=== block 1 ===
block_1/final_clocks.png
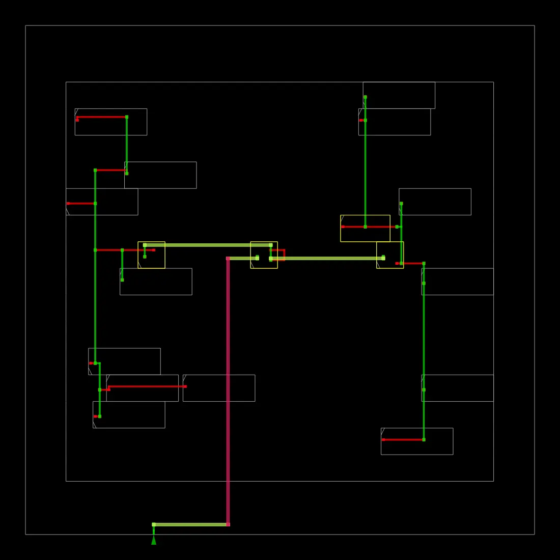
block_1/registers.png
Other sequential cells in the stronger grey, the rest of the logic in the fainter grey.
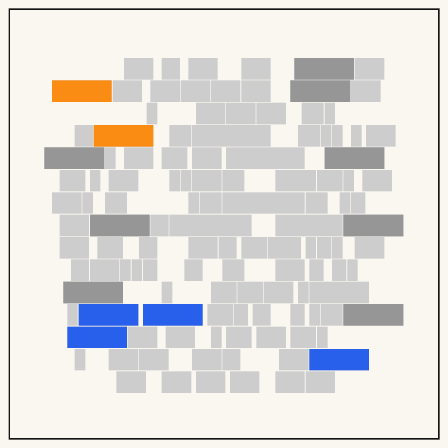
block_1/metal_stack.png
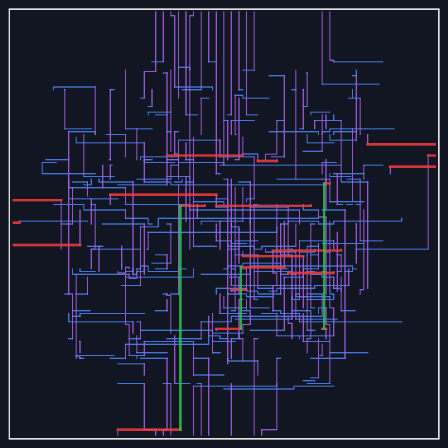
<file path="config.mk">
export PLATFORM = sky130hd
export DESIGN_NAME = tdm_slot_scheduler
export DESIGN_NICKNAME = d
export VERILOG_FILES = /design/src/rtl/tdm_pkg.sv /design/src/rtl/rr_pick4.sv /design/src/rtl/tdm_slot_scheduler.sv
export SDC_FILE = /design/constraint.sdc
export NUM_CORES = 1
export LEC_CHECK = 0
export ABC_CLOCK_PERIOD_IN_PS = 7200
export CAP_MARGIN = 10
export CORE_MARGIN = 4
export CORE_UTILIZATION = 45
export DETAILED_ROUTE_END_ITERATION = 8
export PLACE_DENSITY = 0.83
export SLEW_MARGIN = 30
export SYNTH_ARGS = -nofsm -noshare
export SYNTH_HDL_FRONTEND = slang
export SYNTH_SLANG_ARGS = --single-unit
</file>
<file path="constraint.sdc">
create_clock -name clk -period 7.2 [get_ports clk]
set_clock_uncertainty 0.15 [all_clocks]
set_input_delay 1.8 -clock clk [delete_from_list [all_inputs] [get_ports clk]]
set_output_delay 1.8 -clock clk [all_outputs]
set_load 0.05 [all_outputs]
</file>
<file path="src/rtl/tdm_pkg.sv">
// Shared constants for the TDM slot scheduler: requester count, index width,
// mode encodings and reset values of the configuration and pointer registers.
package tdm_pkg;

    localparam int unsigned NREQ  = 4;
    localparam int unsigned IDX_W = 2;

    localparam logic MODE_RR  = 1'b0;
    localparam logic MODE_TDM = 1'b1;

    localparam logic [NREQ-1:0]  SLOT_EN_RST = 4'b1111;
    localparam logic [IDX_W-1:0] RR_PTR_RST  = 2'd3;

endpackage

</file>
<file path="src/rtl/rr_pick4.sv">
// Combinational round-robin picker: first set bit of cand searching from
// ptr+1 upward, wrapping modulo 4.
module rr_pick4
    import tdm_pkg::*;
(
    input  logic [NREQ-1:0]  cand,
    input  logic [IDX_W-1:0] ptr,
    output logic [IDX_W-1:0] winner,
    output logic             found
);

    logic [IDX_W-1:0] idx;

    always_comb begin
        winner = '0;
        found  = 1'b0;
        idx    = '0;
        // k = NREQ wraps back to ptr itself, so the last winner is checked last
        for (int k = 1; k <= int'(NREQ); k++) begin
            idx = ptr + IDX_W'(k);
            if (!found && cand[idx]) begin
                found  = 1'b1;
                winner = idx;
            end
        end
    end

endmodule

</file>
<file path="src/rtl/tdm_slot_scheduler.sv">
// Four-requester channel scheduler with round-robin or strict TDM policy,
// feeding a one-entry registered output stage tagged with the source index.
module tdm_slot_scheduler #(
    parameter int unsigned DW   = 2,
    parameter int unsigned NREQ = 4
) (
    input  logic              clk,
    input  logic              rst,
    input  logic [NREQ-1:0]   req_valid,
    input  logic [NREQ*DW-1:0] req_data,
    output logic [NREQ-1:0]   req_ready,
    input  logic              cfg_we,
    input  logic [NREQ-1:0]   cfg_slot_en,
    input  logic              cfg_mode,
    output logic              out_valid,
    output logic [DW-1:0]     out_data,
    output logic [1:0]        out_sel,
    input  logic              out_ready,
    output logic [1:0]        cur_slot
);

    import tdm_pkg::*;

    logic [NREQ-1:0]  slot_en_q;
    logic             mode_q;
    logic [IDX_W-1:0] rr_ptr_q;
    logic [IDX_W-1:0] cur_slot_q;
    logic             out_valid_q;
    logic [DW-1:0]    out_data_q;
    logic [IDX_W-1:0] out_sel_q;

    logic             load;
    logic [NREQ-1:0]  cand;
    logic [IDX_W-1:0] rr_win;
    logic             rr_found;
    logic [IDX_W-1:0] grant_idx;
    logic             grant;

    assign load = !out_valid_q || out_ready;
    assign cand = req_valid & slot_en_q;

    rr_pick4 u_pick (
        .cand   (cand),
        .ptr    (rr_ptr_q),
        .winner (rr_win),
        .found  (rr_found)
    );

    always_comb begin
        grant_idx = rr_win;
        grant     = rr_found;
        if (mode_q == MODE_TDM) begin
            grant_idx = cur_slot_q;
            grant     = cand[cur_slot_q];
        end
        grant     = grant && load && rst;
        req_ready = '0;
        if (grant) begin
            req_ready[grant_idx] = 1'b1;
        end
    end

    always_ff @(posedge clk) begin
        if (!rst) begin
            slot_en_q   <= SLOT_EN_RST;
            mode_q      <= MODE_RR;
            rr_ptr_q    <= RR_PTR_RST;
            cur_slot_q  <= '0;
            out_valid_q <= 1'b0;
            out_data_q  <= '0;
            out_sel_q   <= '0;
        end else begin
            if (grant) begin
                out_valid_q <= 1'b1;
                out_data_q  <= req_data[grant_idx*DW +: DW];
                out_sel_q   <= grant_idx;
                if (mode_q == MODE_RR) begin
                    rr_ptr_q <= grant_idx;
                end
            end else if (out_ready) begin
                out_valid_q <= 1'b0;
            end

            // Slot counter free-runs in TDM mode so an idle slot is simply lost
            if (mode_q == MODE_TDM) begin
                cur_slot_q <= cur_slot_q + 1'b1;
            end

            // Later assignments override the arbitration updates above on a mode switch
            if (cfg_we) begin
                slot_en_q <= cfg_slot_en;
                mode_q    <= cfg_mode;
                if (cfg_mode != mode_q) begin
                    cur_slot_q <= '0;
                    rr_ptr_q   <= RR_PTR_RST;
                end
            end
        end
    end

    assign out_valid = out_valid_q;
    assign out_data  = out_data_q;
    assign out_sel   = out_sel_q;
    assign cur_slot  = cur_slot_q;

endmodule

</file>
==> results.tsv <==
metric	value	unit
status	completed	
min-delay-path-class	reg -> reg	
buffers	31	
ir_worst_vdd	0.000142	V
finalNonFillerCells	147	
ys_seq_share	32.1	%
largest_register_ff_count	4	
clk_share	2.96	%
cts.repair.resized	0	
clkbuf_count	4	
cp-endpoint	req_ready[0]	
whs	361	ps
ff2ff_path_depth	5	
tightest_slew	549	ps
crit_fanout	10	
floorplan.nets	112	
arrival	4520	ps
maxCapViolCount	0	
cts.reportedPaths.clkPinSlew	80	ps
hold_violations	0	
powerClk	0.0554	mW
drive_above_1_share	13.1	%
crit_buf_inv	2	
fin_crit_sh	89.9	%
post_cts_buffers	0	
cpPeakStageDelay	800	ps
io_buffers	31	
grtUsageTotal	17.2	%
cpMaxStageDelayCell	clkdlybuf4s50_1	
About block_1/final_clocks.png:
clock sink count: 14
Seq cells: 14
Late-Pin Clk Latency: 280 ps

About block_1/registers.png:
legend:
  orange:
    signal: out_sel
    sequential_cells: 2
  blue:
    signal: slot_en_q
    sequential_cells: 4

About block_1/metal_stack.png:
legend:
  green:
    layer: met4
    wire_length: 52.4 um
  red:
    layer: met3
    wire_length: 108 um
  blue:
    layer: met1
    wire_length: 829 um
  purple:
    layer: met2
    wire_length: 1040 um

kinds of logic (layout without fill, tap and decap cells):
family,after synthesis,count (layout),synth area share [%]
AND/OR/NAND/NOR,39,39,22.4
AND-OR/OR-AND,19,19,23.0
flip-flops,14,14,32.1
multiplexers,10,10,16.6
buffers and inverters,7,38,3.87
XOR/XNOR,2,2,2.01
per-stage QoR:
stage	util [%]	worst slack, ps	area (um^2)
5_1_grt	68.8	581	1230
4_1_cts	68.8	714	1230
3_3_place_gp	66.8	784	1190
6_report	68.8	730	1230
2_1_floorplan	-	1660	872
3_5_place_dp	66.8	721	1190

=== block 2 ===
block_2/final_clocks.png
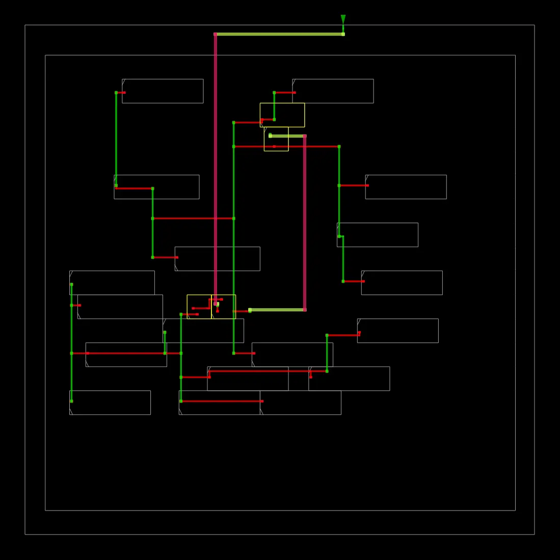
**src/rtl/ex01.sv**
```systemverilog
// ex01: clocked 4-input Boolean function evaluator.
// The inputs a..d pass through an optional per-bit synchronizer, are combined
// into a 4-bit index {d,c,b,a} and looked up in TRUTH_TABLE; the result is
// registered on x. Every change of x raises a one-cycle x_chg pulse and bumps
// a saturating change counter.
//
// Ports:
//   clk      system clock, rising-edge active
//   rst_n    asynchronous active-low reset
//   a,b,c,d  function inputs (index bits 0..3), may be asynchronous to clk
//   x        registered function result
//   x_chg    one-cycle pulse in the cycle x shows a new value
//   chg_cnt  saturating count of x changes since reset
module ex01 #(
  parameter logic [15:0] TRUTH_TABLE = 16'h8F88,
  parameter int unsigned SYNC_STAGES = 2,
  parameter int unsigned CNT_W       = 8
) (
  input  logic             clk,
  input  logic             rst_n,
  input  logic             a,
  input  logic             b,
  input  logic             c,
  input  logic             d,
  output logic             x,
  output logic             x_chg,
  output logic [CNT_W-1:0] chg_cnt
);

  logic [3:0] idx;
  logic       next_x;

  generate
    if (SYNC_STAGES == 0) begin : g_direct
      assign idx = {d, c, b, a};
    end else begin : g_sync
      // All four bits move through the stages together so a multi-bit input
      // change reaches the lookup in a single cycle.
      logic [3:0] stage [SYNC_STAGES];

      always_ff @(posedge clk or negedge rst_n) begin
        if (!rst_n) begin
          for (int unsigned i = 0; i < SYNC_STAGES; i++) begin
            stage[i] <= '0;
          end
        end else begin
          stage[0] <= {d, c, b, a};
          for (int unsigned i = 1; i < SYNC_STAGES; i++) begin
            stage[i] <= stage[i-1];
          end
        end
      end

      assign idx = stage[SYNC_STAGES-1];
    end
  endgenerate

  always_comb begin
    next_x = TRUTH_TABLE[idx];
  end

  // The counter advances on the same edge that raises x_chg, so chg_cnt
  // already includes a change during the cycle its pulse is visible.
  always_ff @(posedge clk or negedge rst_n) begin
    if (!rst_n) begin
      x       <= 1'b0;
      x_chg   <= 1'b0;
      chg_cnt <= '0;
    end else begin
      x     <= next_x;
      x_chg <= (next_x != x);
      if ((next_x != x) && (chg_cnt != '1)) begin
        chg_cnt <= chg_cnt + 1'b1;
      end
    end
  end

endmodule

```
**config.mk**
```make
export PLATFORM = sky130hd
export DESIGN_NAME = ex01
export DESIGN_NICKNAME = d
export VERILOG_FILES = /design/src/rtl/ex01.sv
export SDC_FILE = /design/constraint.sdc
export NUM_CORES = 1
export LEC_CHECK = 0
export CAP_MARGIN = 20
export CORE_MARGIN = 2
export CORE_UTILIZATION = 26
export CTS_CLUSTER_DIAMETER = 50
export DETAILED_ROUTE_END_ITERATION = 8
export SYNTH_ARGS = -nofsm -noshare
export SYNTH_HDL_FRONTEND = slang
export SYNTH_SLANG_ARGS = --single-unit
```
**constraint.sdc**
```tcl
create_clock -name clk -period 1.5 [get_ports clk]
set_clock_uncertainty 0.15 [all_clocks]
set_input_delay 0.3 -clock clk [delete_from_list [all_inputs] [get_ports clk]]
set_output_delay 0.3 -clock clk [all_outputs]
set_load 0.01 [all_outputs]
```
==> results.tsv <==
metric	value	unit
slew_viol_final	0	
topCellsByArea	dfrtp_1 60%, mux2_1 6.0%, nor4_2 5.0%	
core	2760	um^2
power_leader	combinational logic	
cts.reportedPaths.clkPinSlew	110	ps
ff2ff_path_depth	6	
die-width	57.8	um
crit_buf_inv	1	
vias	595	
maxCapViolCount	0	
floorplan.nets	61	
syn_inst	54	
crit_chain	buf_6, ha_4, nand4_1, nor2_2, nor3_2, mux2_4	
cpMaxStageDelayCell	dfrtp_2	
crit_type	reg -> reg	
endpoint_kind	register	
required	1540	ps
seq_share	36.5	%
drtAntennaViolNets	0	
ff_type	dfrtp_1	
ys_top_logic_family	simple AND/OR/NAND/NOR gates	
dp.cells	115	
timing.setup.tns	-997	ps
grtUsageTotal	11.7	%
powerClk	0.309	mW
grt_start_max_net_pins	19	
inv_count	0	
dpl_cell_area	1080	um^2
status	finished, violations left	
via_per_inst	4.54	
arrival	1700	ps
clkbuf_count	4	
total_power	1.88	mW
violations	setup timing	
clockBufferDepth	2	
setup_viol	8	
dieHeight	57.8	um
setup_ws	-165	ps
top_cell_area_share	59.8	%
Notes on block_2/final_clocks.png above:
TritonCTS Buffers: 3
Seq cells: 18
clock sink count: 18
Late-Pin Clk Latency: 310 ps

## per-layer routing
| metal | up-vias | track usage (%) | share of wire (%) |
|---|---|---|---|
| met5 | - | 0 | 0 |
| met2 | 10 | 18.5 | 53 |
| met3 | 4 | 2.68 | 3.1 |
| met4 | 0 | 7.64 | 3.1 |
| met1 | 299 | 14.3 | 41 |
| li1 | 282 | - | - |
## cell usage after synthesis, types with 3 or more instances
master    n
dfrtp_1  18
nand2_1   5
mux2_1    4
nand3_1   4
nor4_2    3
xor2_1    3

=== block 3 ===
block_3/final_clocks.png
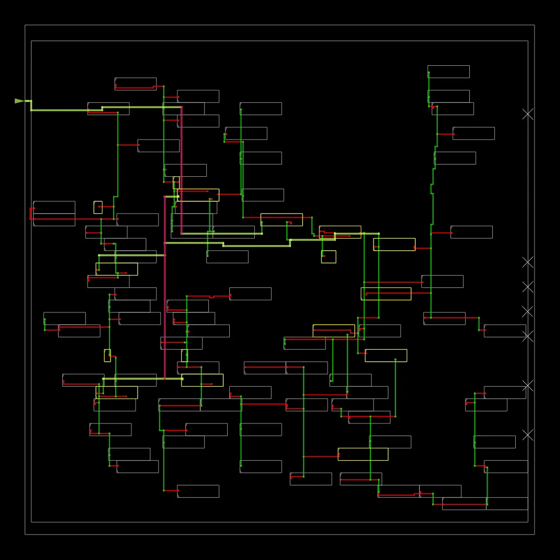
block_3/pins.png
Pins as bars across the die edge, other pins in grey.
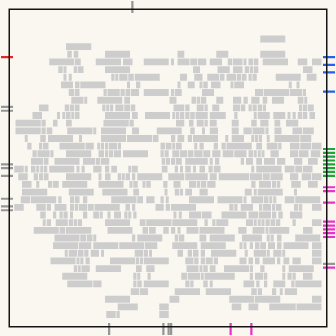
**src/rtl/call_debit_sched_if.sv**
```systemverilog
// Line/billing bus of the prepaid call debit scheduler.
// The master side drives the line state; the slave side reports billing.
interface call_debit_sched_if;
  logic [3:0]  calling;
  logic [7:0]  ltype;
  logic [10:0] balance;
  logic [3:0]  grant;
  logic        write;
  logic [3:0]  warn;
  logic [3:0]  cut;

  modport master (output calling, ltype, input balance, grant, write, warn, cut);
  modport slave  (input calling, ltype, output balance, grant, write, warn, cut);
endinterface

```
**src/rtl/call_debit_sched.sv**
```systemverilog
// Four-line prepaid call billing: per-line minute timers, round-robin debit of a
// shared BCD balance, low-balance warning and forced disconnect.
module call_debit_sched #(
  parameter logic [10:0] INIT_BAL = 11'h500,
  parameter int          TICKS    = 60
) (
  input  logic              clk,
  input  logic              rst,
  call_debit_sched_if.slave bus
);
  localparam int SW = $clog2(TICKS);

  typedef enum logic [1:0] {S_IDLE, S_GRANT, S_UPDATE} state_t;

  function automatic logic [3:0] rate_of(input logic [1:0] code);
    case (code)
      2'b01:   rate_of = 4'd3;
      2'b10:   rate_of = 4'd6;
      default: rate_of = 4'd0;
    endcase
  endfunction

  // Caller guarantees b >= r, so the hundreds digit never underflows.
  function automatic logic [10:0] bcd_sub(input logic [10:0] b, input logic [3:0] r);
    logic [3:0] u, t;
    logic [2:0] h;
    logic       bu, bt;
    if (b[3:0] >= r) begin
      u  = b[3:0] - r;
      bu = 1'b0;
    end else begin
      u  = b[3:0] + 4'd10 - r;
      bu = 1'b1;
    end
    if (b[7:4] >= {3'b000, bu}) begin
      t  = b[7:4] - {3'b000, bu};
      bt = 1'b0;
    end else begin
      t  = 4'd9;
      bt = 1'b1;
    end
    h = b[10:8] - {2'b00, bt};
    bcd_sub = {h, t, u};
  endfunction

  state_t            state_q, state_d;
  logic [1:0]        idx_q, idx_d, rr_q, rr_d;
  logic [3:0]        rate_q, rate_d;
  logic [10:0]       bal_q, bal_d;
  logic [3:0]        grant_q, grant_d;
  logic              write_q, write_d;
  logic [3:0]        pend_q, pend_d, warn_q, warn_d, cut_q, cut_d;
  logic [3:0][SW-1:0] sec_q, sec_d;
  logic [3:0][3:0]   wcnt_q, wcnt_d;

  logic [3:0] billable_s, req_s, tick_s, svc_clr_s, warn_set_s, warn_clr_s;
  logic       found_s;
  logic [1:0] j_s;

  // Scheduler FSM and per-line timer, pending, warning and disconnect logic.
  always_comb begin
    state_d    = state_q;
    idx_d      = idx_q;
    rate_d     = rate_q;
    rr_d       = rr_q;
    bal_d      = bal_q;
    grant_d    = 4'b0000;
    write_d    = 1'b0;
    svc_clr_s  = 4'b0000;
    warn_set_s = 4'b0000;
    warn_clr_s = 4'b0000;
    found_s    = 1'b0;
    j_s        = 2'd0;
    for (int i = 0; i < 4; i++) begin
      billable_s[i] = (rate_of(bus.ltype[2*i +: 2]) != 4'd0);
    end
    req_s = pend_q & billable_s & ~cut_q;

    case (state_q)
      S_IDLE: begin
        for (int k = 0; k < 4; k++) begin
          j_s = rr_q + 2'(k);
          if (!found_s && req_s[j_s]) begin
            found_s      = 1'b1;
            idx_d        = j_s;
            rate_d       = rate_of(bus.ltype[{j_s, 1'b0} +: 2]);
            rr_d         = j_s + 2'd1;
            grant_d[j_s] = 1'b1;
            state_d      = S_GRANT;
          end else begin
            found_s = found_s;
          end
        end
      end
      S_GRANT: begin
        if (bal_q >= {7'd0, rate_q}) begin
          bal_d   = bcd_sub(bal_q, rate_q);
          write_d = 1'b1;
          state_d = S_UPDATE;
        end else begin
          warn_set_s[idx_q] = 1'b1;
          svc_clr_s[idx_q]  = 1'b1;
          state_d           = S_IDLE;
        end
      end
      S_UPDATE: begin
        svc_clr_s[idx_q]  = 1'b1;
        warn_clr_s[idx_q] = 1'b1;
        state_d           = S_IDLE;
      end
      default: state_d = S_IDLE;
    endcase

    for (int i = 0; i < 4; i++) begin
      tick_s[i] = bus.calling[i] && !cut_q[i] && (sec_q[i] == SW'(TICKS - 1));
      if (!bus.calling[i] || cut_q[i] || tick_s[i]) begin
        sec_d[i] = '0;
      end else begin
        sec_d[i] = sec_q[i] + SW'(1);
      end
      // A tick in the same cycle as a service clear keeps the new request.
      pend_d[i] = bus.calling[i] &&
                  (tick_s[i] || (pend_q[i] && billable_s[i] && !svc_clr_s[i] && !cut_q[i]));
      warn_d[i] = bus.calling[i] && (warn_q[i] || warn_set_s[i]) && !warn_clr_s[i];
      cut_d[i]  = cut_q[i];
      wcnt_d[i] = wcnt_q[i];
      if (!bus.calling[i]) begin
        cut_d[i]  = 1'b0;
        wcnt_d[i] = 4'd0;
      end else if (warn_q[i] && !cut_q[i]) begin
        if (wcnt_q[i] == 4'd14) begin
          cut_d[i]  = 1'b1;
          wcnt_d[i] = 4'd0;
        end else begin
          wcnt_d[i] = wcnt_q[i] + 4'd1;
        end
      end else if (!warn_q[i]) begin
        wcnt_d[i] = 4'd0;
      end else begin
        wcnt_d[i] = wcnt_q[i];
      end
    end
  end

  // State registers; reset abandons any in-flight debit.
  always_ff @(posedge clk or posedge rst) begin
    if (rst) begin
      state_q <= S_IDLE;
      idx_q   <= 2'd0;
      rr_q    <= 2'd0;
      rate_q  <= 4'd0;
      bal_q   <= INIT_BAL;
      grant_q <= 4'b0000;
      write_q <= 1'b0;
      pend_q  <= 4'b0000;
      warn_q  <= 4'b0000;
      cut_q   <= 4'b0000;
      sec_q   <= '0;
      wcnt_q  <= '0;
    end else begin
      state_q <= state_d;
      idx_q   <= idx_d;
      rr_q    <= rr_d;
      rate_q  <= rate_d;
      bal_q   <= bal_d;
      grant_q <= grant_d;
      write_q <= write_d;
      pend_q  <= pend_d;
      warn_q  <= warn_d;
      cut_q   <= cut_d;
      sec_q   <= sec_d;
      wcnt_q  <= wcnt_d;
    end
  end

  assign bus.balance = bal_q;
  assign bus.grant   = grant_q;
  assign bus.write   = write_q;
  assign bus.warn    = warn_q;
  assign bus.cut     = cut_q;
endmodule

```
**src/flat_wrapper.sv**
```systemverilog
// flat-port wrapper written by rule: the top's interface ports become plain ports
module call_debit_sched_flat 
#(
  parameter logic [10:0] INIT_BAL = 11'h500,
  parameter int          TICKS    = 60
)
  (clk, rst, bus_calling, bus_ltype, bus_balance, bus_grant, bus_write, bus_warn, bus_cut);
  call_debit_sched_if bus_i ();
  input  logic clk;
  input  logic rst;
  input wire logic [$bits(bus_i.calling)-1:0] bus_calling;
  input wire logic [$bits(bus_i.ltype)-1:0] bus_ltype;
  output wire logic [$bits(bus_i.balance)-1:0] bus_balance;
  output wire logic [$bits(bus_i.grant)-1:0] bus_grant;
  output wire logic [$bits(bus_i.write)-1:0] bus_write;
  output wire logic [$bits(bus_i.warn)-1:0] bus_warn;
  output wire logic [$bits(bus_i.cut)-1:0] bus_cut;
  assign bus_i.calling = bus_calling;
  assign bus_i.ltype = bus_ltype;
  assign bus_balance = bus_i.balance;
  assign bus_grant = bus_i.grant;
  assign bus_write = bus_i.write;
  assign bus_warn = bus_i.warn;
  assign bus_cut = bus_i.cut;
  call_debit_sched #(.INIT_BAL(INIT_BAL), .TICKS(TICKS)) u_core (.clk(clk), .rst(rst), .bus(bus_i));
endmodule
```
**config.mk**
```make
export PLATFORM = sky130hd
export DESIGN_NAME = call_debit_sched_flat
export DESIGN_NICKNAME = d
export VERILOG_FILES = /design/src/rtl/call_debit_sched_if.sv /design/src/rtl/call_debit_sched.sv /design/src/flat_wrapper.sv
export SDC_FILE = /design/constraint.sdc
export NUM_CORES = 1
export LEC_CHECK = 0
export CAP_MARGIN = 15
export CORE_UTILIZATION = 40
export DETAILED_ROUTE_END_ITERATION = 12
export PLACE_DENSITY = 0.67
export SYNTH_ARGS = -nofsm -noshare
export SYNTH_HDL_FRONTEND = slang
export SYNTH_SLANG_ARGS = --single-unit
```
**constraint.sdc**
```tcl
create_clock -name clk -period 3.36 [get_ports clk]
set_clock_uncertainty 0.2 [all_clocks]
set_input_delay 0.672 -clock clk [delete_from_list [all_inputs] [get_ports clk]]
set_output_delay 0.672 -clock clk [all_outputs]
set_load 0.03 [all_outputs]
```
==> results.tsv <==
metric	value	unit
totalWireLength	10600	um
cpMostUsedCell	ha_1	
hpwl	7750	um
powerClk	1.02	mW
drc	7	
drtAntennaViolNets	0	
crit_buf_inv	3	
status	finished, violations left	
max_slew_margin	66.6	%
leakage	2.57	nW
tightest_slew	498	ps
power_switching	1.28	mW
timing.setup.tns	0	ps
violations	DRC	
start_kind	register	
Notes on block_3/final_clocks.png above:
Late-Pin Clk Latency: 330 ps
Seq cells: 77

Notes on block_3/pins.png above:
legend:
  magenta:
    port: bus_balance
    pins: 11
    direction: output
    edge: 9 right, 2 bottom
  green:
    port: bus_ltype
    pins: 8
    direction: input
    edge: right
  red:
    port: clk
    pins: 1
    direction: input
    edge: left
  blue:
    port: bus_grant
    pins: 4
    direction: output
    edge: right
Port Buf Inserts: 37
die height: 112 um
Die X: 112 um

## through the flow
step           std cells  power [mW]  hold WS, ps
2_1_floorplan        549        2.08          233
3_3_place_gp         731        2.48          248
3_5_place_dp         731        2.52          253
4_1_cts              747        3.57          269
5_1_grt              747        3.79          288
6_report             747        3.54          268
## flip-flops by register name (all words and copies together) (netlist names)
register / flops
u_core.bus.warn: 4
u_core.wcnt_q: 16
u_core.sec_q: 24
u_core.rate_q: 3
u_core.state_q: 2
u_core.bus.balance: 11
u_core.pend_q: 4
u_core.idx_q: 2
u_core.rr_q: 2
u_core.bus.cut: 4
u_core.bus.write: 1
u_core.bus.grant: 4

=== block 4 ===
block_4/metal_stack.png
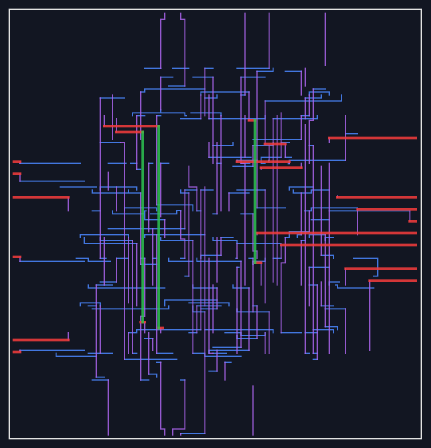
block_4/wire_density.png
9 x 10 tiles, from dark blue (low) to red (high), scaled to the fullest tile. Values are wire area over tile area, all layers added.
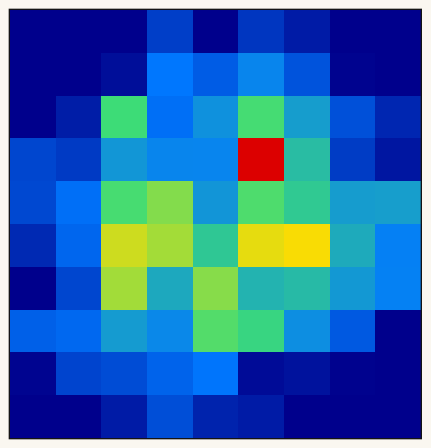
<file path="config.mk">
export PLATFORM = sky130hd
export DESIGN_NAME = gray2bin_dec
export DESIGN_NICKNAME = d
export VERILOG_FILES = /design/src/rtl/gray_pkg.sv /design/src/rtl/gray2bin_dec.sv
export SDC_FILE = /design/constraint.sdc
export NUM_CORES = 1
export LEC_CHECK = 0
export ABC_AREA = 1
export CAP_MARGIN = 25
export CORE_AREA = 5 5 42 44
export DETAILED_ROUTE_END_ITERATION = 6
export DIE_AREA = 0 0 47 49
export GPL_TIMING_DRIVEN = 0
export MAX_ROUTING_LAYER = met4
export PLACE_DENSITY_LB_ADDON = 0.12
export SYNTH_ARGS = -nofsm -noshare
export SYNTH_HDL_FRONTEND = slang
export SYNTH_SLANG_ARGS = --single-unit
</file>
<file path="constraint.sdc">
create_clock -name vclk -period 1.6
set_input_delay 0.16 -clock vclk [all_inputs]
set_output_delay 0.16 -clock vclk [all_outputs]
set_load 0.02 [all_outputs]
</file>
<file path="src/rtl/gray_pkg.sv">
// gray_pkg: shared types and helpers for the gray-coded counter interface.
//   GRAY_CBITS   default count-word width
//   gray_rx_st_e receive-checker lock state
//   gray2bin()   gray -> binary decode (up to 32 bits, zero-extend narrower words)
//   bin2gray()   binary -> gray encode, used by the transmit side
package gray_pkg;

    localparam int unsigned GRAY_CBITS = 12;
    localparam int unsigned GRAY_FN_W  = 32;

    typedef enum logic [1:0] {
        UNLOCKED = 2'd0,
        TRACK    = 2'd1,
        ERROR    = 2'd2
    } gray_rx_st_e;

    // Zero upper bits contribute nothing to the prefix XOR, so narrower words decode correctly.
    function automatic logic [GRAY_FN_W-1:0] gray2bin(input logic [GRAY_FN_W-1:0] g);
        logic [GRAY_FN_W-1:0] b;
        b[GRAY_FN_W-1] = g[GRAY_FN_W-1];
        for (int i = GRAY_FN_W - 2; i >= 0; i--) begin
            b[i] = b[i+1] ^ g[i];
        end
        return b;
    endfunction

    function automatic logic [GRAY_FN_W-1:0] bin2gray(input logic [GRAY_FN_W-1:0] b);
        return b ^ (b >> 1);
    endfunction

endpackage

</file>
<file path="src/rtl/gray2bin_dec.sv">
// gray2bin_dec: purely combinational gray -> binary decoder (W <= 32).
//   gray  input  [W-1:0]  gray-coded word
//   bin   output [W-1:0]  decoded binary word
module gray2bin_dec
    import gray_pkg::*;
#(
    parameter int unsigned W = GRAY_CBITS
) (
    input  logic [W-1:0] gray,
    output logic [W-1:0] bin
);

    assign bin = W'(gray2bin(GRAY_FN_W'(gray)));

endmodule

</file>
==> results.tsv <==
metric	value	unit
crit_type	in -> out	
lay_top_cells	16 x buf_4, 14 x nand2_4, 13 x nand3_4	
syn_inst	62	
seq_share	0	%
min-delay-path-class	in -> out	
logic_area	541	um^2
cts.repair.resized	92	
simple_gate_share	82.6	%
synthMostInstantiatedCell	nand3_1	
power_switching	0.232	mW
syn_avg_cell_area	5.57	um^2
power_leader	combinational logic	
drtIter0Drc	4	
setup_viol	5	
aoi_share	0	%
holdPathStages	4	
initCoreUtil	24.6	%
taps	16	
path_delay_family	simple AND/OR/NAND/NOR gates	
io-pin-count	24	
hp-start	gray[11]	
total_power	0.422	mW
start_kind	input port	
synthXorXnorAreaFrac	0	%
io_buffers	24	
antenna_found_initial	0	
drt_first_pass_iters	4	
top_cell_area_share	26.1	%
p_seq	0	mW
power_per_cell_area	430	nW/um^2
yosys_area	345	um^2
via_per_inst	4.77	
fin_crit_sh	121	%
finalNonFillerCells	116	
setup_ws	-340	ps
status	finished, violations left	
violations	setup timing	
crit_chain	buf_12, inv_8, nand2_4, nand3_4, nand2_4, nand2_4, nand3_4, nand2_4, nand2_4, nand3_4, nand2_4, nand2_4, nand3_4, nand3_4, nand3_4, nand3_2, nand2_4, buf_6	
diodes	0	
comb_area_share	55.2	%
nets	114	
## Picture notes: block_4/metal_stack.png
legend:
  green:
    layer: met4
    wire_length: 61.2 um
  blue:
    layer: met1
    wire_length: 463 um
  purple:
    layer: met2
    wire_length: 780 um
  red:
    layer: met3
    wire_length: 112 um

## Picture notes: block_4/wire_density.png
fullest tile: 0.45
nearly empty tiles: 23%
tiles over half the peak: 14%
densest ninth of the die: centre
mean over tiles: 0.10

==> worst max path at each step <==
| stage | slack, ps | end | depth (start not counted) | from |
|---|---|---|---|---|
| after floorplan | -80 | bin[0] | 17 | gray[10] |
| after global placement | -1290 | bin[0] | 16 | gray[11] |
| after detailed placement | -1310 | bin[0] | 16 | gray[11] |
| after CTS | -290 | bin[0] | 19 | gray[11] |
| after global routing | -460 | bin[0] | 18 | gray[11] |
| final | -340 | bin[0] | 18 | gray[11] |
==> cells by family (layout without fill, tap and decap cells) <==
group | count (synthesis) | after routing
simple gates | 47 | 47
buf+inv | 15 | 53

=== block 5 ===
==> src/rtl/slab_compare_sched_if.sv <==
// Handshake, operand and comparator-port bundle for the slab-test sequencer.
// The sequencer connects through the slave modport; the driver side uses master.
interface slab_compare_sched_if #(
  parameter int WIDTH = 14
);
  logic             in_valid;
  logic             in_ready;
  logic [WIDTH:0]   tmin_x, tmin_y, tmin_z;
  logic [WIDTH:0]   tmax_x, tmax_y, tmax_z;
  logic             out_valid;
  logic             out_ready;
  logic             hit;
  logic [WIDTH:0]   tnear_out, tfar_out;
  logic             busy;
  logic [WIDTH:0]   cmp_a, cmp_b;
  logic             cmp_gt;

  modport slave (
    input  in_valid, tmin_x, tmin_y, tmin_z, tmax_x, tmax_y, tmax_z,
    input  out_ready, cmp_gt,
    output in_ready, out_valid, hit, tnear_out, tfar_out, busy, cmp_a, cmp_b
  );

  modport master (
    output in_valid, tmin_x, tmin_y, tmin_z, tmax_x, tmax_y, tmax_z,
    output out_ready, cmp_gt,
    input  in_ready, out_valid, hit, tnear_out, tfar_out, busy, cmp_a, cmp_b
  );
endinterface

==> src/rtl/slab_compare_sched.sv <==
// Ray/AABB slab-test sequencer: reduces tnear=max(tmin), tfar=min(tmax) and
// decides hit through one shared, pipelined FP greater-than comparator.
module slab_compare_sched #(
  parameter int WIDTH   = 14,
  parameter int CMP_LAT = 3
) (
  input logic                clk,
  input logic                rst,
  slab_compare_sched_if.slave bus
);

  localparam int            CW       = $clog2(CMP_LAT + 1);
  localparam logic [CW-1:0] CNT_LAST = CW'(CMP_LAT);

  typedef enum logic [1:0] {IDLE, STEP, DONE} state_t;

  state_t          state, state_nx;
  logic [WIDTH:0]  tmin_y_q, tmin_z_q, tmax_y_q, tmax_z_q;
  logic [WIDTH:0]  tnear, tfar;
  logic [2:0]      step;
  logic [CW-1:0]   cnt;
  logic            hit_q;
  logic            accept;
  logic            step_end;

  assign accept   = (state == IDLE) && bus.in_valid;
  assign step_end = (state == STEP) && (cnt == CNT_LAST);

  // NOTE: every output and next-state signal gets a default first so no
  // path through the case statements can leave a latch behind.
  always_comb begin
    state_nx = state;
    unique case (state)
      IDLE:    if (accept) state_nx = STEP;
      STEP:    if (step_end && step == 3'd4) state_nx = DONE;
      DONE:    if (bus.out_ready) state_nx = IDLE;
      default: state_nx = IDLE;
    endcase
  end

  // NOTE: state is updated with non-blocking assignments only, so every
  // register samples the pre-edge values regardless of block ordering.
  always_ff @(posedge clk or posedge rst) begin
    if (rst) state <= IDLE;
    else     state <= state_nx;
  end

  // The x-axis distances seed tnear/tfar directly, so only y/z need holding.
  always_ff @(posedge clk or posedge rst) begin
    if (rst) begin
      tmin_y_q <= '0;
      tmin_z_q <= '0;
      tmax_y_q <= '0;
      tmax_z_q <= '0;
      tnear    <= '0;
      tfar     <= '0;
      step     <= '0;
      cnt      <= '0;
      hit_q    <= 1'b0;
    end else if (accept) begin
      tmin_y_q <= bus.tmin_y;
      tmin_z_q <= bus.tmin_z;
      tmax_y_q <= bus.tmax_y;
      tmax_z_q <= bus.tmax_z;
      tnear    <= bus.tmin_x;
      tfar     <= bus.tmax_x;
      step     <= '0;
      cnt      <= '0;
    end else if (state == STEP) begin
      if (step_end) begin
        cnt  <= '0;
        step <= (step == 3'd4) ? 3'd0 : step + 3'd1;
        // Ties keep the current value, so equal distances resolve to the earlier axis.
        case (step)
          3'd0:    if (bus.cmp_gt) tnear <= tmin_y_q;
          3'd1:    if (bus.cmp_gt) tnear <= tmin_z_q;
          3'd2:    if (bus.cmp_gt) tfar  <= tmax_y_q;
          3'd3:    if (bus.cmp_gt) tfar  <= tmax_z_q;
          3'd4:    hit_q <= ~bus.cmp_gt;
          default: ;
        endcase
      end else begin
        cnt <= cnt + 1'b1;
      end
    end
  end

  // Operands depend only on registered state, so they hold steady for the
  // whole step while the comparator pipeline fills.
  always_comb begin
    bus.cmp_a = '0;
    bus.cmp_b = '0;
    if (state == STEP) begin
      case (step)
        3'd0:    begin bus.cmp_a = tmin_y_q; bus.cmp_b = tnear;    end
        3'd1:    begin bus.cmp_a = tmin_z_q; bus.cmp_b = tnear;    end
        3'd2:    begin bus.cmp_a = tfar;     bus.cmp_b = tmax_y_q; end
        3'd3:    begin bus.cmp_a = tfar;     bus.cmp_b = tmax_z_q; end
        3'd4:    begin bus.cmp_a = tnear;    bus.cmp_b = tfar;     end
        default: ;
      endcase
    end
  end

  assign bus.in_ready  = (state == IDLE);
  assign bus.busy      = (state != IDLE);
  assign bus.out_valid = (state == DONE);
  assign bus.hit       = hit_q;
  assign bus.tnear_out = tnear;
  assign bus.tfar_out  = tfar;

endmodule

==> src/flat_wrapper.sv <==
// flat-port wrapper written by rule: the top's interface ports become plain ports
module slab_compare_sched_flat 
#(
  parameter int WIDTH   = 14,
  parameter int CMP_LAT = 3
)
  (clk, rst, bus_in_valid, bus_tmin_x, bus_tmin_y, bus_tmin_z, bus_tmax_x, bus_tmax_y, bus_tmax_z, bus_out_ready, bus_cmp_gt, bus_in_ready, bus_out_valid, bus_hit, bus_tnear_out, bus_tfar_out, bus_busy, bus_cmp_a, bus_cmp_b);
  slab_compare_sched_if #(.WIDTH(WIDTH)) bus_i ();
  input logic clk;
  input logic rst;
  input wire logic [$bits(bus_i.in_valid)-1:0] bus_in_valid;
  input wire logic [$bits(bus_i.tmin_x)-1:0] bus_tmin_x;
  input wire logic [$bits(bus_i.tmin_y)-1:0] bus_tmin_y;
  input wire logic [$bits(bus_i.tmin_z)-1:0] bus_tmin_z;
  input wire logic [$bits(bus_i.tmax_x)-1:0] bus_tmax_x;
  input wire logic [$bits(bus_i.tmax_y)-1:0] bus_tmax_y;
  input wire logic [$bits(bus_i.tmax_z)-1:0] bus_tmax_z;
  input wire logic [$bits(bus_i.out_ready)-1:0] bus_out_ready;
  input wire logic [$bits(bus_i.cmp_gt)-1:0] bus_cmp_gt;
  output wire logic [$bits(bus_i.in_ready)-1:0] bus_in_ready;
  output wire logic [$bits(bus_i.out_valid)-1:0] bus_out_valid;
  output wire logic [$bits(bus_i.hit)-1:0] bus_hit;
  output wire logic [$bits(bus_i.tnear_out)-1:0] bus_tnear_out;
  output wire logic [$bits(bus_i.tfar_out)-1:0] bus_tfar_out;
  output wire logic [$bits(bus_i.busy)-1:0] bus_busy;
  output wire logic [$bits(bus_i.cmp_a)-1:0] bus_cmp_a;
  output wire logic [$bits(bus_i.cmp_b)-1:0] bus_cmp_b;
  assign bus_i.in_valid = bus_in_valid;
  assign bus_i.tmin_x = bus_tmin_x;
  assign bus_i.tmin_y = bus_tmin_y;
  assign bus_i.tmin_z = bus_tmin_z;
  assign bus_i.tmax_x = bus_tmax_x;
  assign bus_i.tmax_y = bus_tmax_y;
  assign bus_i.tmax_z = bus_tmax_z;
  assign bus_i.out_ready = bus_out_ready;
  assign bus_i.cmp_gt = bus_cmp_gt;
  assign bus_in_ready = bus_i.in_ready;
  assign bus_out_valid = bus_i.out_valid;
  assign bus_hit = bus_i.hit;
  assign bus_tnear_out = bus_i.tnear_out;
  assign bus_tfar_out = bus_i.tfar_out;
  assign bus_busy = bus_i.busy;
  assign bus_cmp_a = bus_i.cmp_a;
  assign bus_cmp_b = bus_i.cmp_b;
  slab_compare_sched #(.WIDTH(WIDTH), .CMP_LAT(CMP_LAT)) u_core (.clk(clk), .rst(rst), .bus(bus_i));
endmodule
==> config.mk <==
export PLATFORM = sky130hd
export DESIGN_NAME = slab_compare_sched_flat
export DESIGN_NICKNAME = d
export VERILOG_FILES = /design/src/rtl/slab_compare_sched_if.sv /design/src/rtl/slab_compare_sched.sv /design/src/flat_wrapper.sv
export SDC_FILE = /design/constraint.sdc
export NUM_CORES = 1
export LEC_CHECK = 0
export CAP_MARGIN = 10
export CORE_AREA = 4 4 117 119
export CTS_BUF_LIST = sky130_fd_sc_hd__clkbuf_8
export CTS_CLUSTER_SIZE = 30
export DETAILED_ROUTE_END_ITERATION = 16
export DIE_AREA = 0 0 121 123
export PLACE_DENSITY = 0.75
export SLEW_MARGIN = 10
export SYNTH_ARGS = -nofsm -noshare
export SYNTH_HDL_FRONTEND = slang
export SYNTH_SLANG_ARGS = --single-unit
==> constraint.sdc <==
create_clock -name clk -period 5.4 [get_ports clk]
set_input_delay 1.08 -clock clk [delete_from_list [all_inputs] [get_ports clk]]
set_output_delay 1.08 -clock clk [all_outputs]
set_load 0.03 [all_outputs]
block_5/wire_density.png
24 x 25 tiles, from dark blue (low) to red (high), scaled to the fullest tile. Values are wire area over tile area, all layers added.
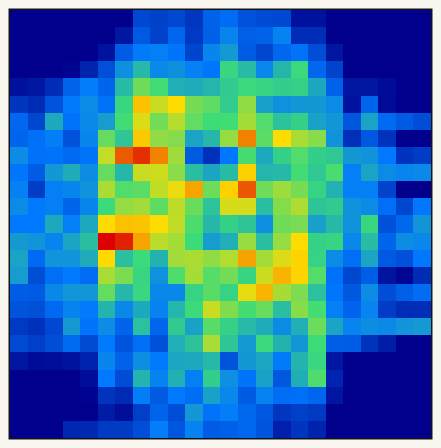
tiles over half the peak: 19%
mean over tiles: 0.21
nearly empty tiles: 17%

==> results.tsv <==
metric	value	unit
io-pin-count	159	
core	12600	um^2
synthMostInstantiatedCell	nand2_1	
cpMaxStageDelayCell	nor2b_2	
ff2ff_path_depth	6	
synth.area.mux_share	8.91	%
drc	0	
status	completed	
use_met1	34.3	%
yosysWarnings	0	
die_area	14900	um^2
p_int	2.45	mW
cts.reportedPaths.clkPinSlew	90	ps
wl_met2	9100	um
ff_type	dfrtp_1	
hpwl	13700	um
finalNonFillerCells	931	
comb_area_share	38.5	%
tightest_slew	1080	ps
logic_area	2840	um^2
dpl_cell_area	7180	um^2
max_slew_margin	28.0	%
setup_viol	0	
rr_startpoint	u_core.step[0]$_DFFE_PP0P_	
edf_count	0	
clockBufferDepth	2	
whs	515	ps
drt_first_pass_iters	9	
leakage	3.16	nW
p_clk_share	9.6	%
setup_ws	533	ps
taps	172	
numCtsBuffers	9	
place.gp.congestion	0.948	
num-multi-input-gates	472	
cts.repair.resized	0	
power by group through the flow:
stage          registers, mW  clock network [mW]  logic (mW)
6_report                1.52               0.464        2.85
5_1_grt                 1.54               0.495        3.05
4_1_cts                 1.50               0.467        2.83
3_5_place_dp            1.51                   0        2.82
3_3_place_gp            1.52                   0        2.76
2_1_floorplan           1.52                   0        1.69

=== block 6 ===
`config.mk`:
```
export PLATFORM = sky130hd
export DESIGN_NAME = pwm_gen
export DESIGN_NICKNAME = d
export VERILOG_FILES = /design/src/rtl/pwm_gen.sv
export SDC_FILE = /design/constraint.sdc
export NUM_CORES = 1
export LEC_CHECK = 0
export CAP_MARGIN = 40
export CORE_ASPECT_RATIO = 1.75
export CORE_MARGIN = 1.5
export CORE_UTILIZATION = 30
export DETAILED_ROUTE_END_ITERATION = 8
export GPL_TIMING_DRIVEN = 0
export PLACE_DENSITY = 0.46
export SYNTH_ARGS = -nofsm -noshare
export SYNTH_HDL_FRONTEND = slang
export SYNTH_SLANG_ARGS = --single-unit
```
`constraint.sdc`:
```
create_clock -name clk -period 6.4 [get_ports clk]
set_clock_uncertainty 0.05 [all_clocks]
set_input_delay 1.28 -clock clk [delete_from_list [all_inputs] [get_ports clk]]
set_output_delay 1.28 -clock clk [all_outputs]
set_load 0.05 [all_outputs]
```
`src/rtl/pwm_gen.sv`:
```
// Center-less edge PWM with compare-value double buffering and ADC trigger.
// Optional dead-time insertion enabled by defining PWM_DEADTIME_EN.
module pwm_gen #(
  parameter logic [25:0] PERIOD     = 26'd1000,
  parameter logic [25:0] DEAD_TIME  = 26'd5,
  parameter logic [25:0] TRIG_POINT = 26'd500
) (
  input  logic        clk,
  input  logic        rst_n,
  input  logic        enable,
  input  logic [25:0] duty_in,
  input  logic        duty_valid,
  output logic        pwm_h,
  output logic        pwm_l,
  output logic        adc_trigger,
  output logic        period_start
);

  logic [25:0] cnt;
  logic [25:0] duty_act;
  logic [25:0] duty_pend;
  logic [25:0] duty_clamp;
  logic        last;
  logic        raw_h;
  logic        raw_l;

  always_comb begin
    duty_clamp = duty_in;
    if (duty_in > PERIOD)
      duty_clamp = PERIOD;
  end

  assign last  = (cnt == PERIOD - 26'd1);
  assign raw_h = enable && (cnt < duty_act);
  assign raw_l = enable && !(cnt < duty_act);

  always_ff @(posedge clk) begin
    if (!rst_n) begin
      cnt          <= '0;
      duty_act     <= '0;
      duty_pend    <= '0;
      adc_trigger  <= 1'b0;
      period_start <= 1'b0;
    end else begin
      if (!enable || last)
        cnt <= '0;
      else
        cnt <= cnt + 26'd1;
      // a strobe landing on the wrap cycle bypasses the pending stage
      if (last)
        duty_act <= duty_valid ? duty_clamp : duty_pend;
      if (duty_valid)
        duty_pend <= duty_clamp;
      adc_trigger  <= enable && (cnt == TRIG_POINT);
      period_start <= enable && (cnt == 26'd0);
    end
  end

`ifdef PWM_DEADTIME_EN
  // run lengths of consecutive raw ones, saturating at DEAD_TIME
  logic [25:0] run_h;
  logic [25:0] run_l;

  always_ff @(posedge clk) begin
    if (!rst_n) begin
      run_h <= '0;
      run_l <= '0;
      pwm_h <= 1'b0;
      pwm_l <= 1'b0;
    end else begin
      if (!raw_h)
        run_h <= '0;
      else if (run_h != DEAD_TIME)
        run_h <= run_h + 26'd1;
      if (!raw_l)
        run_l <= '0;
      else if (run_l != DEAD_TIME)
        run_l <= run_l + 26'd1;
      pwm_h <= raw_h && (run_h == DEAD_TIME);
      pwm_l <= raw_l && (run_l == DEAD_TIME);
    end
  end
`else
  always_ff @(posedge clk) begin
    if (!rst_n) begin
      pwm_h <= 1'b0;
      pwm_l <= 1'b0;
    end else begin
      pwm_h <= raw_h;
      pwm_l <= raw_l;
    end
  end
`endif

endmodule
```
==> results.tsv <==
metric	value	unit
ff2ff_path_depth	6	
synthXorXnorAreaFrac	5.53	%
grt_start_max_net_pins	16	
topCellsByArea	dfxtp_1 43%, ha_1 8.9%, xor2_1 4.4%	
p_clk_share	51.5	%
clk_latency	340	ps
yosysTopAreaCell	dfxtp_1	
yosys_area	3800	um^2
drtIter0Drc	74	
yosysUniqueCellTypes	37	
p_seq	0.516	mW
clock_sinks	82	
status	completed	
buffers	55	
maxCapViolCount	0	
crit_fanout	6	
total_power	1.17	mW
netSwitchingFraction	20.7	%
endpoint_kind	register	
syn_to_final_growth	23.7	%
grt.met3_usage	2.99	%
num-multi-input-gates	287	
rr_startpoint	cnt[23]$_SDFF_PP0_	
synth_area	3800	um^2
synth_flop_count	82	
critical path, stage by stage:
cell             delay [ps]
clkdlybuf4s50_1         450
o31a_1                  320
o2111ai_1               220
nand4_1                 280
o221a_2                 360
a21o_1                  150
through the flow:
stage	cell area [um^2]	worst slack, ps	hold WS [ps]
3_5_place_dp	4350	3200	410
6_report	4700	3540	415
2_1_floorplan	3800	3860	393
3_3_place_gp	4330	3180	407
5_1_grt	4700	3440	430
4_1_cts	4700	3550	420
block_6/gate_families.png
Bar = 20 um.
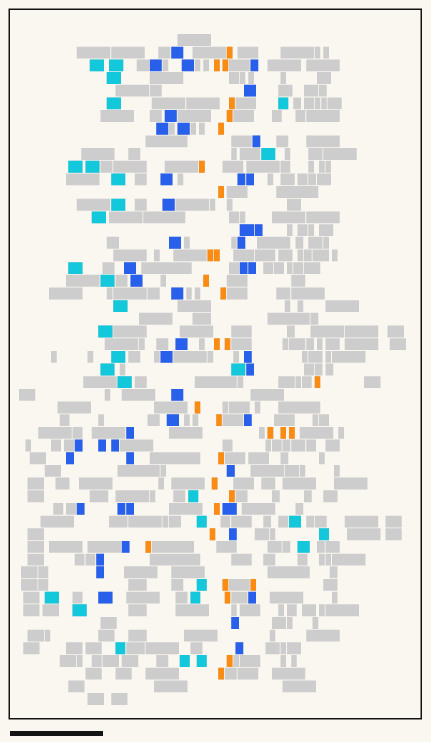
legend:
  cyan:
    family: AND and OR gates
    cells: 31
    most_used: and3b_1
  blue:
    family: inverting AOI/OAI gates
    cells: 48
    most_used: a21oi_1
  orange:
    family: inverters
    cells: 31
    most_used: inv_1
    where: a vertical strip down the middle
Post-Layout Cell Count: 639
Comb/total area: 41.6%

block_6/metal_stack.png
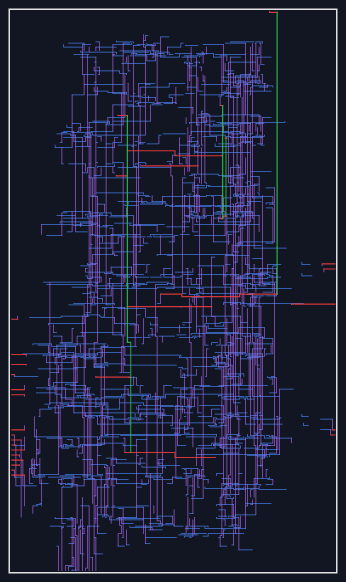
legend:
  purple:
    layer: met2
    wire_length: 4420 um
  green:
    layer: met4
    wire_length: 220 um
  blue:
    layer: met1
    wire_length: 3590 um
  red:
    layer: met3
    wire_length: 202 um


=== block 7 ===
File: src/rtl/sevenseg_scan_ctl.sv
// rtl/sevenseg_scan_ctl.sv - multiplexed seven-segment scan controller
// Double-buffered load port; new contents become active only on a frame wrap.
module sevenseg_scan_ctl #(
   parameter int NDIGITS  = 8,
   parameter int TICK_DIV = 100000,
   parameter int DEAD     = 4
) (
   input  logic                   clk,
   input  logic                   rst,
   input  logic                   load_valid,
   output logic                   load_ready,
   input  logic [4*NDIGITS-1:0]   load_data,
   input  logic [NDIGITS-1:0]     load_blank,
   input  logic [NDIGITS-1:0]     load_dp,
   output logic [6:0]             digit_code,
   output logic [NDIGITS-1:0]     an_n,
   output logic                   dp_n,
   output logic                   frame_start
);

   localparam int CNT_W = (TICK_DIV > 1) ? $clog2(TICK_DIV) : 1;
   localparam int IDX_W = $clog2(NDIGITS);

   logic [CNT_W-1:0]       cnt;
   logic [IDX_W-1:0]       idx;
   logic [4*NDIGITS-1:0]   act_data;
   logic [NDIGITS-1:0]     act_blank;
   logic [NDIGITS-1:0]     act_dp;
   logic [4*NDIGITS-1:0]   pend_data;
   logic [NDIGITS-1:0]     pend_blank;
   logic [NDIGITS-1:0]     pend_dp;
   logic                   wrap_d;

   logic                   slot_end;
   logic                   frame_wrap;
   logic                   accept;
   logic                   anode_on;
   logic [3:0]             nibble;
   logic [NDIGITS-1:0]     an_next;

   assign slot_end   = (cnt == CNT_W'(TICK_DIV - 1));
   assign frame_wrap = slot_end && (idx == IDX_W'(NDIGITS - 1));
   assign accept     = load_valid && load_ready;
   assign nibble     = act_data[{idx, 2'b00} +: 4];
   assign anode_on   = (cnt >= CNT_W'(DEAD)) && !act_blank[idx];

   always_comb begin
      an_next = '1;
      if (anode_on)
         an_next[idx] = 1'b0;
   end

   // load_ready doubles as the "pending buffer empty" flag
   always_ff @(posedge clk or posedge rst) begin
      if (rst) begin
         cnt         <= '0;
         idx         <= '0;
         act_data    <= '0;
         act_blank   <= '1;
         act_dp      <= '0;
         pend_data   <= '0;
         pend_blank  <= '0;
         pend_dp     <= '0;
         load_ready  <= 1'b1;
         wrap_d      <= 1'b0;
         an_n        <= '1;
         digit_code  <= '0;
         dp_n        <= 1'b1;
         frame_start <= 1'b0;
      end else begin
         cnt <= slot_end ? '0 : cnt + 1'b1;
         if (slot_end)
            idx <= (idx == IDX_W'(NDIGITS - 1)) ? '0 : idx + 1'b1;
         wrap_d <= frame_wrap;

         if (frame_wrap && !load_ready) begin
            act_data   <= pend_data;
            act_blank  <= pend_blank;
            act_dp     <= pend_dp;
            load_ready <= 1'b1;
         end else if (accept) begin
            pend_data  <= load_data;
            pend_blank <= load_blank;
            pend_dp    <= load_dp;
            load_ready <= 1'b0;
         end

         // outputs lag the scan state by one cycle so the wrap pulse lines up with slot 0
         an_n        <= an_next;
         digit_code  <= {3'b000, nibble};
         dp_n        <= anode_on ? ~act_dp[idx] : 1'b1;
         frame_start <= wrap_d;
      end
   end

endmodule

File: config.mk
export PLATFORM = sky130hd
export DESIGN_NAME = sevenseg_scan_ctl
export DESIGN_NICKNAME = d
export VERILOG_FILES = /design/src/rtl/sevenseg_scan_ctl.sv
export SDC_FILE = /design/constraint.sdc
export NUM_CORES = 1
export LEC_CHECK = 0
export CAP_MARGIN = 10
export CELL_PAD_IN_SITES_DETAIL_PLACEMENT = 1
export CELL_PAD_IN_SITES_GLOBAL_PLACEMENT = 1
export CORE_MARGIN = 3
export CORE_UTILIZATION = 48
export CTS_BUF_LIST = sky130_fd_sc_hd__clkbuf_8
export DETAILED_ROUTE_END_ITERATION = 10
export PLACE_DENSITY_LB_ADDON = 0.1
export SKIP_LAST_GASP = 1
export SLEW_MARGIN = 20
export SYNTH_ARGS = -nofsm -noshare
export SYNTH_HDL_FRONTEND = slang
export SYNTH_SLANG_ARGS = --single-unit
export TNS_END_PERCENT = 1
File: constraint.sdc
create_clock -name clk -period 6 [get_ports clk]
set_clock_uncertainty 0.1 [all_clocks]
set_input_delay 1.2 -clock clk [delete_from_list [all_inputs] [get_ports clk]]
set_output_delay 1.2 -clock clk [all_outputs]
set_load 0.1 [all_outputs]
block_7/pins.png
Pins as bars across the die edge, other pins in grey.
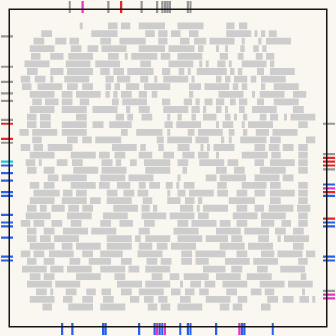
legend:
  blue:
    port: load_data
    pins: 32
    direction: input
    edge: 15 bottom, 11 left, 6 right
  red:
    port: load_blank
    pins: 8
    direction: input
    edge: 5 right, 2 left, 1 top
  magenta:
    port: digit_code
    pins: 7
    direction: output
    edge: 3 bottom, 3 right, 1 top
  cyan:
    port: load_valid
    pins: 1
    direction: input
    edge: left
all pins by edge: 21 left, 18 right, 18 bottom, 12 top
Port Buf Inserts: 65
Die X: 113 um
die height: 113 um

block_7/final_clocks.png
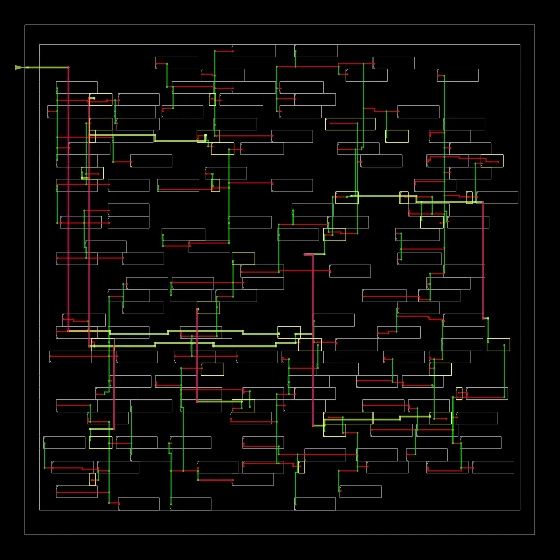
TritonCTS Buffers: 17
clkbuf count: 22

block_7/registers.png
Other sequential cells in the stronger grey, the rest of the logic in the fainter grey.
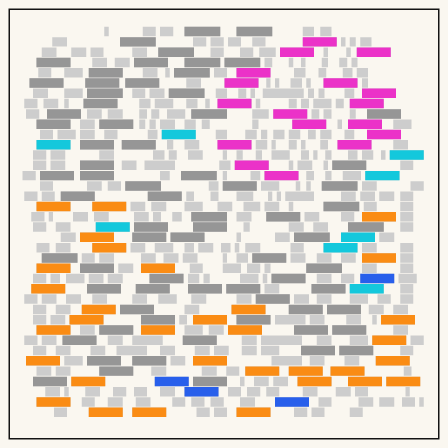
legend:
  orange:
    signal: pend_data
    sequential_cells: 32
  magenta:
    signal: cnt
    sequential_cells: 17
  cyan:
    signal: pend_blank
    sequential_cells: 8
  blue:
    signal: digit_code
    sequential_cells: 4
Finished Core Util: 60.3%
flop share of the area: 50.0%
register area: 3330 um^2
seq pwr: 0.890 mW

==> results.tsv <==
metric	value	unit
inv_count	7	
setup_ws	2430	ps
syn_inst	380	
hold_path_end	frame_start$_DFF_PP0_	
power_leader	sequential cells	
async_flop_share	100	%
clock_sinks	132	
cts.reportedPaths.clkPinSlew	70	ps
antenna_found_initial	0	
power_per_cell_area	254	nW/um^2
hp-start	wrap_d$_DFF_PP0_	
ff2ff_path_depth	5	
leakage	3.16	nW
cpMaxStageDelayCell	clkdlybuf4s50_1	
clock.fmax	280	MHz
holdPathStages	0	
vias	3244	
place.gp.congestion	0.783	
setup.worst_path.start	load_ready$_DFFE_PP1P_	
maxCapViolCount	0	
syn_to_final_growth	20.7	%
grt.met3_usage	5.45	%
synth_area	5510	um^2
lay_top_cells	113 x dfrtp_1, 95 x mux2_2, 65 x clkdlybuf4s50_1	
diodes	0	
drive_above_1_share	33.9	%
fillCellCount	1080	
crit_chain	clkdlybuf4s50_1	
comb-power	0.0602	mW
place_ws	2770	ps
yosysUniqueCellTypes	44	
setup_viol	0	
path_depth	1	
comb_area_share	30.8	%
tightest_slew	976	ps
synthXorXnorAreaFrac	2.07	%
yosysTopAreaCell	dfrtp_1	
hpwl	7490	um
status	completed	
route.met3.wl	475	um
top_layer	met4	
[state kept, by name (all words and copies together), names as in the netlist]
signal and flops:
act_data 32, pend_data 32, cnt 17, act_blank 8, act_dp 8, an_n 8, pend_blank 8, pend_dp 8
digit_code 4, idx 3, dp_n 1, frame_start 1, load_ready 1, wrap_d 1
[through the flow]
step | area, um^2 | hold WS, ps
2_1_floorplan | 5520 | 231
3_3_place_gp | 6250 | 237
3_5_place_dp | 6250 | 255
4_1_cts | 6650 | 266
5_1_grt | 6650 | 275
6_report | 6650 | 268


==> layout pictures side by side <==
Wiring by layer.
image #1
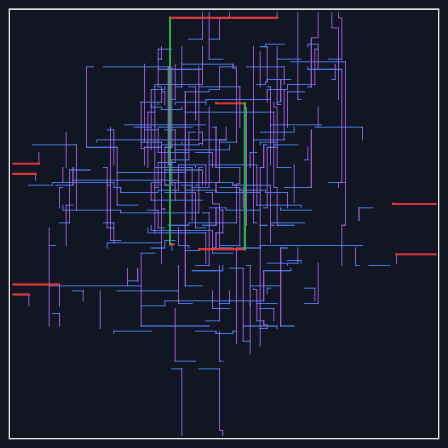
image #2
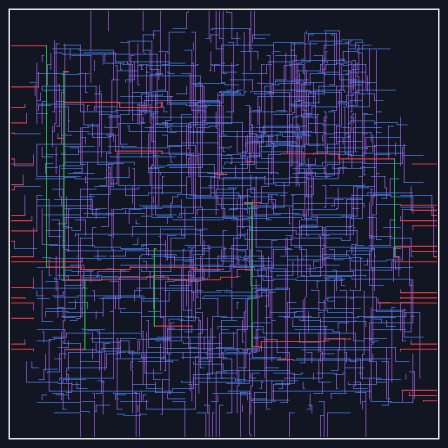
image #3
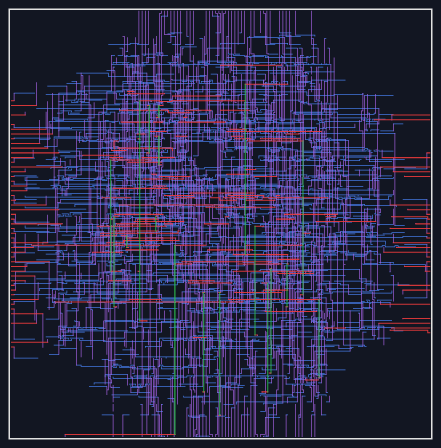
image #4
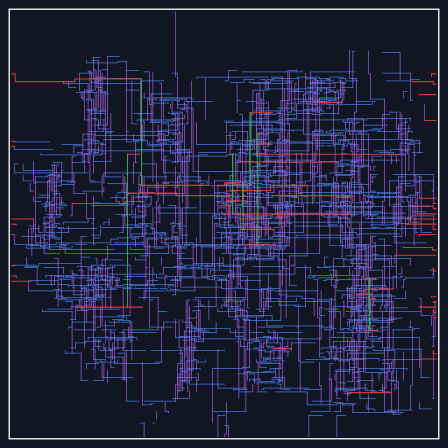
block 3: image #4
block 2: image #1
block 7: image #2
block 5: image #3
- least wire: image #1
- most wire: image #3

Key to image #2:
legend:
  red:
    layer: met3
    wire_length: 475 um
  green:
    layer: met4
    wire_length: 218 um
  blue:
    layer: met1
    wire_length: 5310 um
  purple:
    layer: met2
    wire_length: 5350 um

Power is estimated from default activity; no workload was simulated.
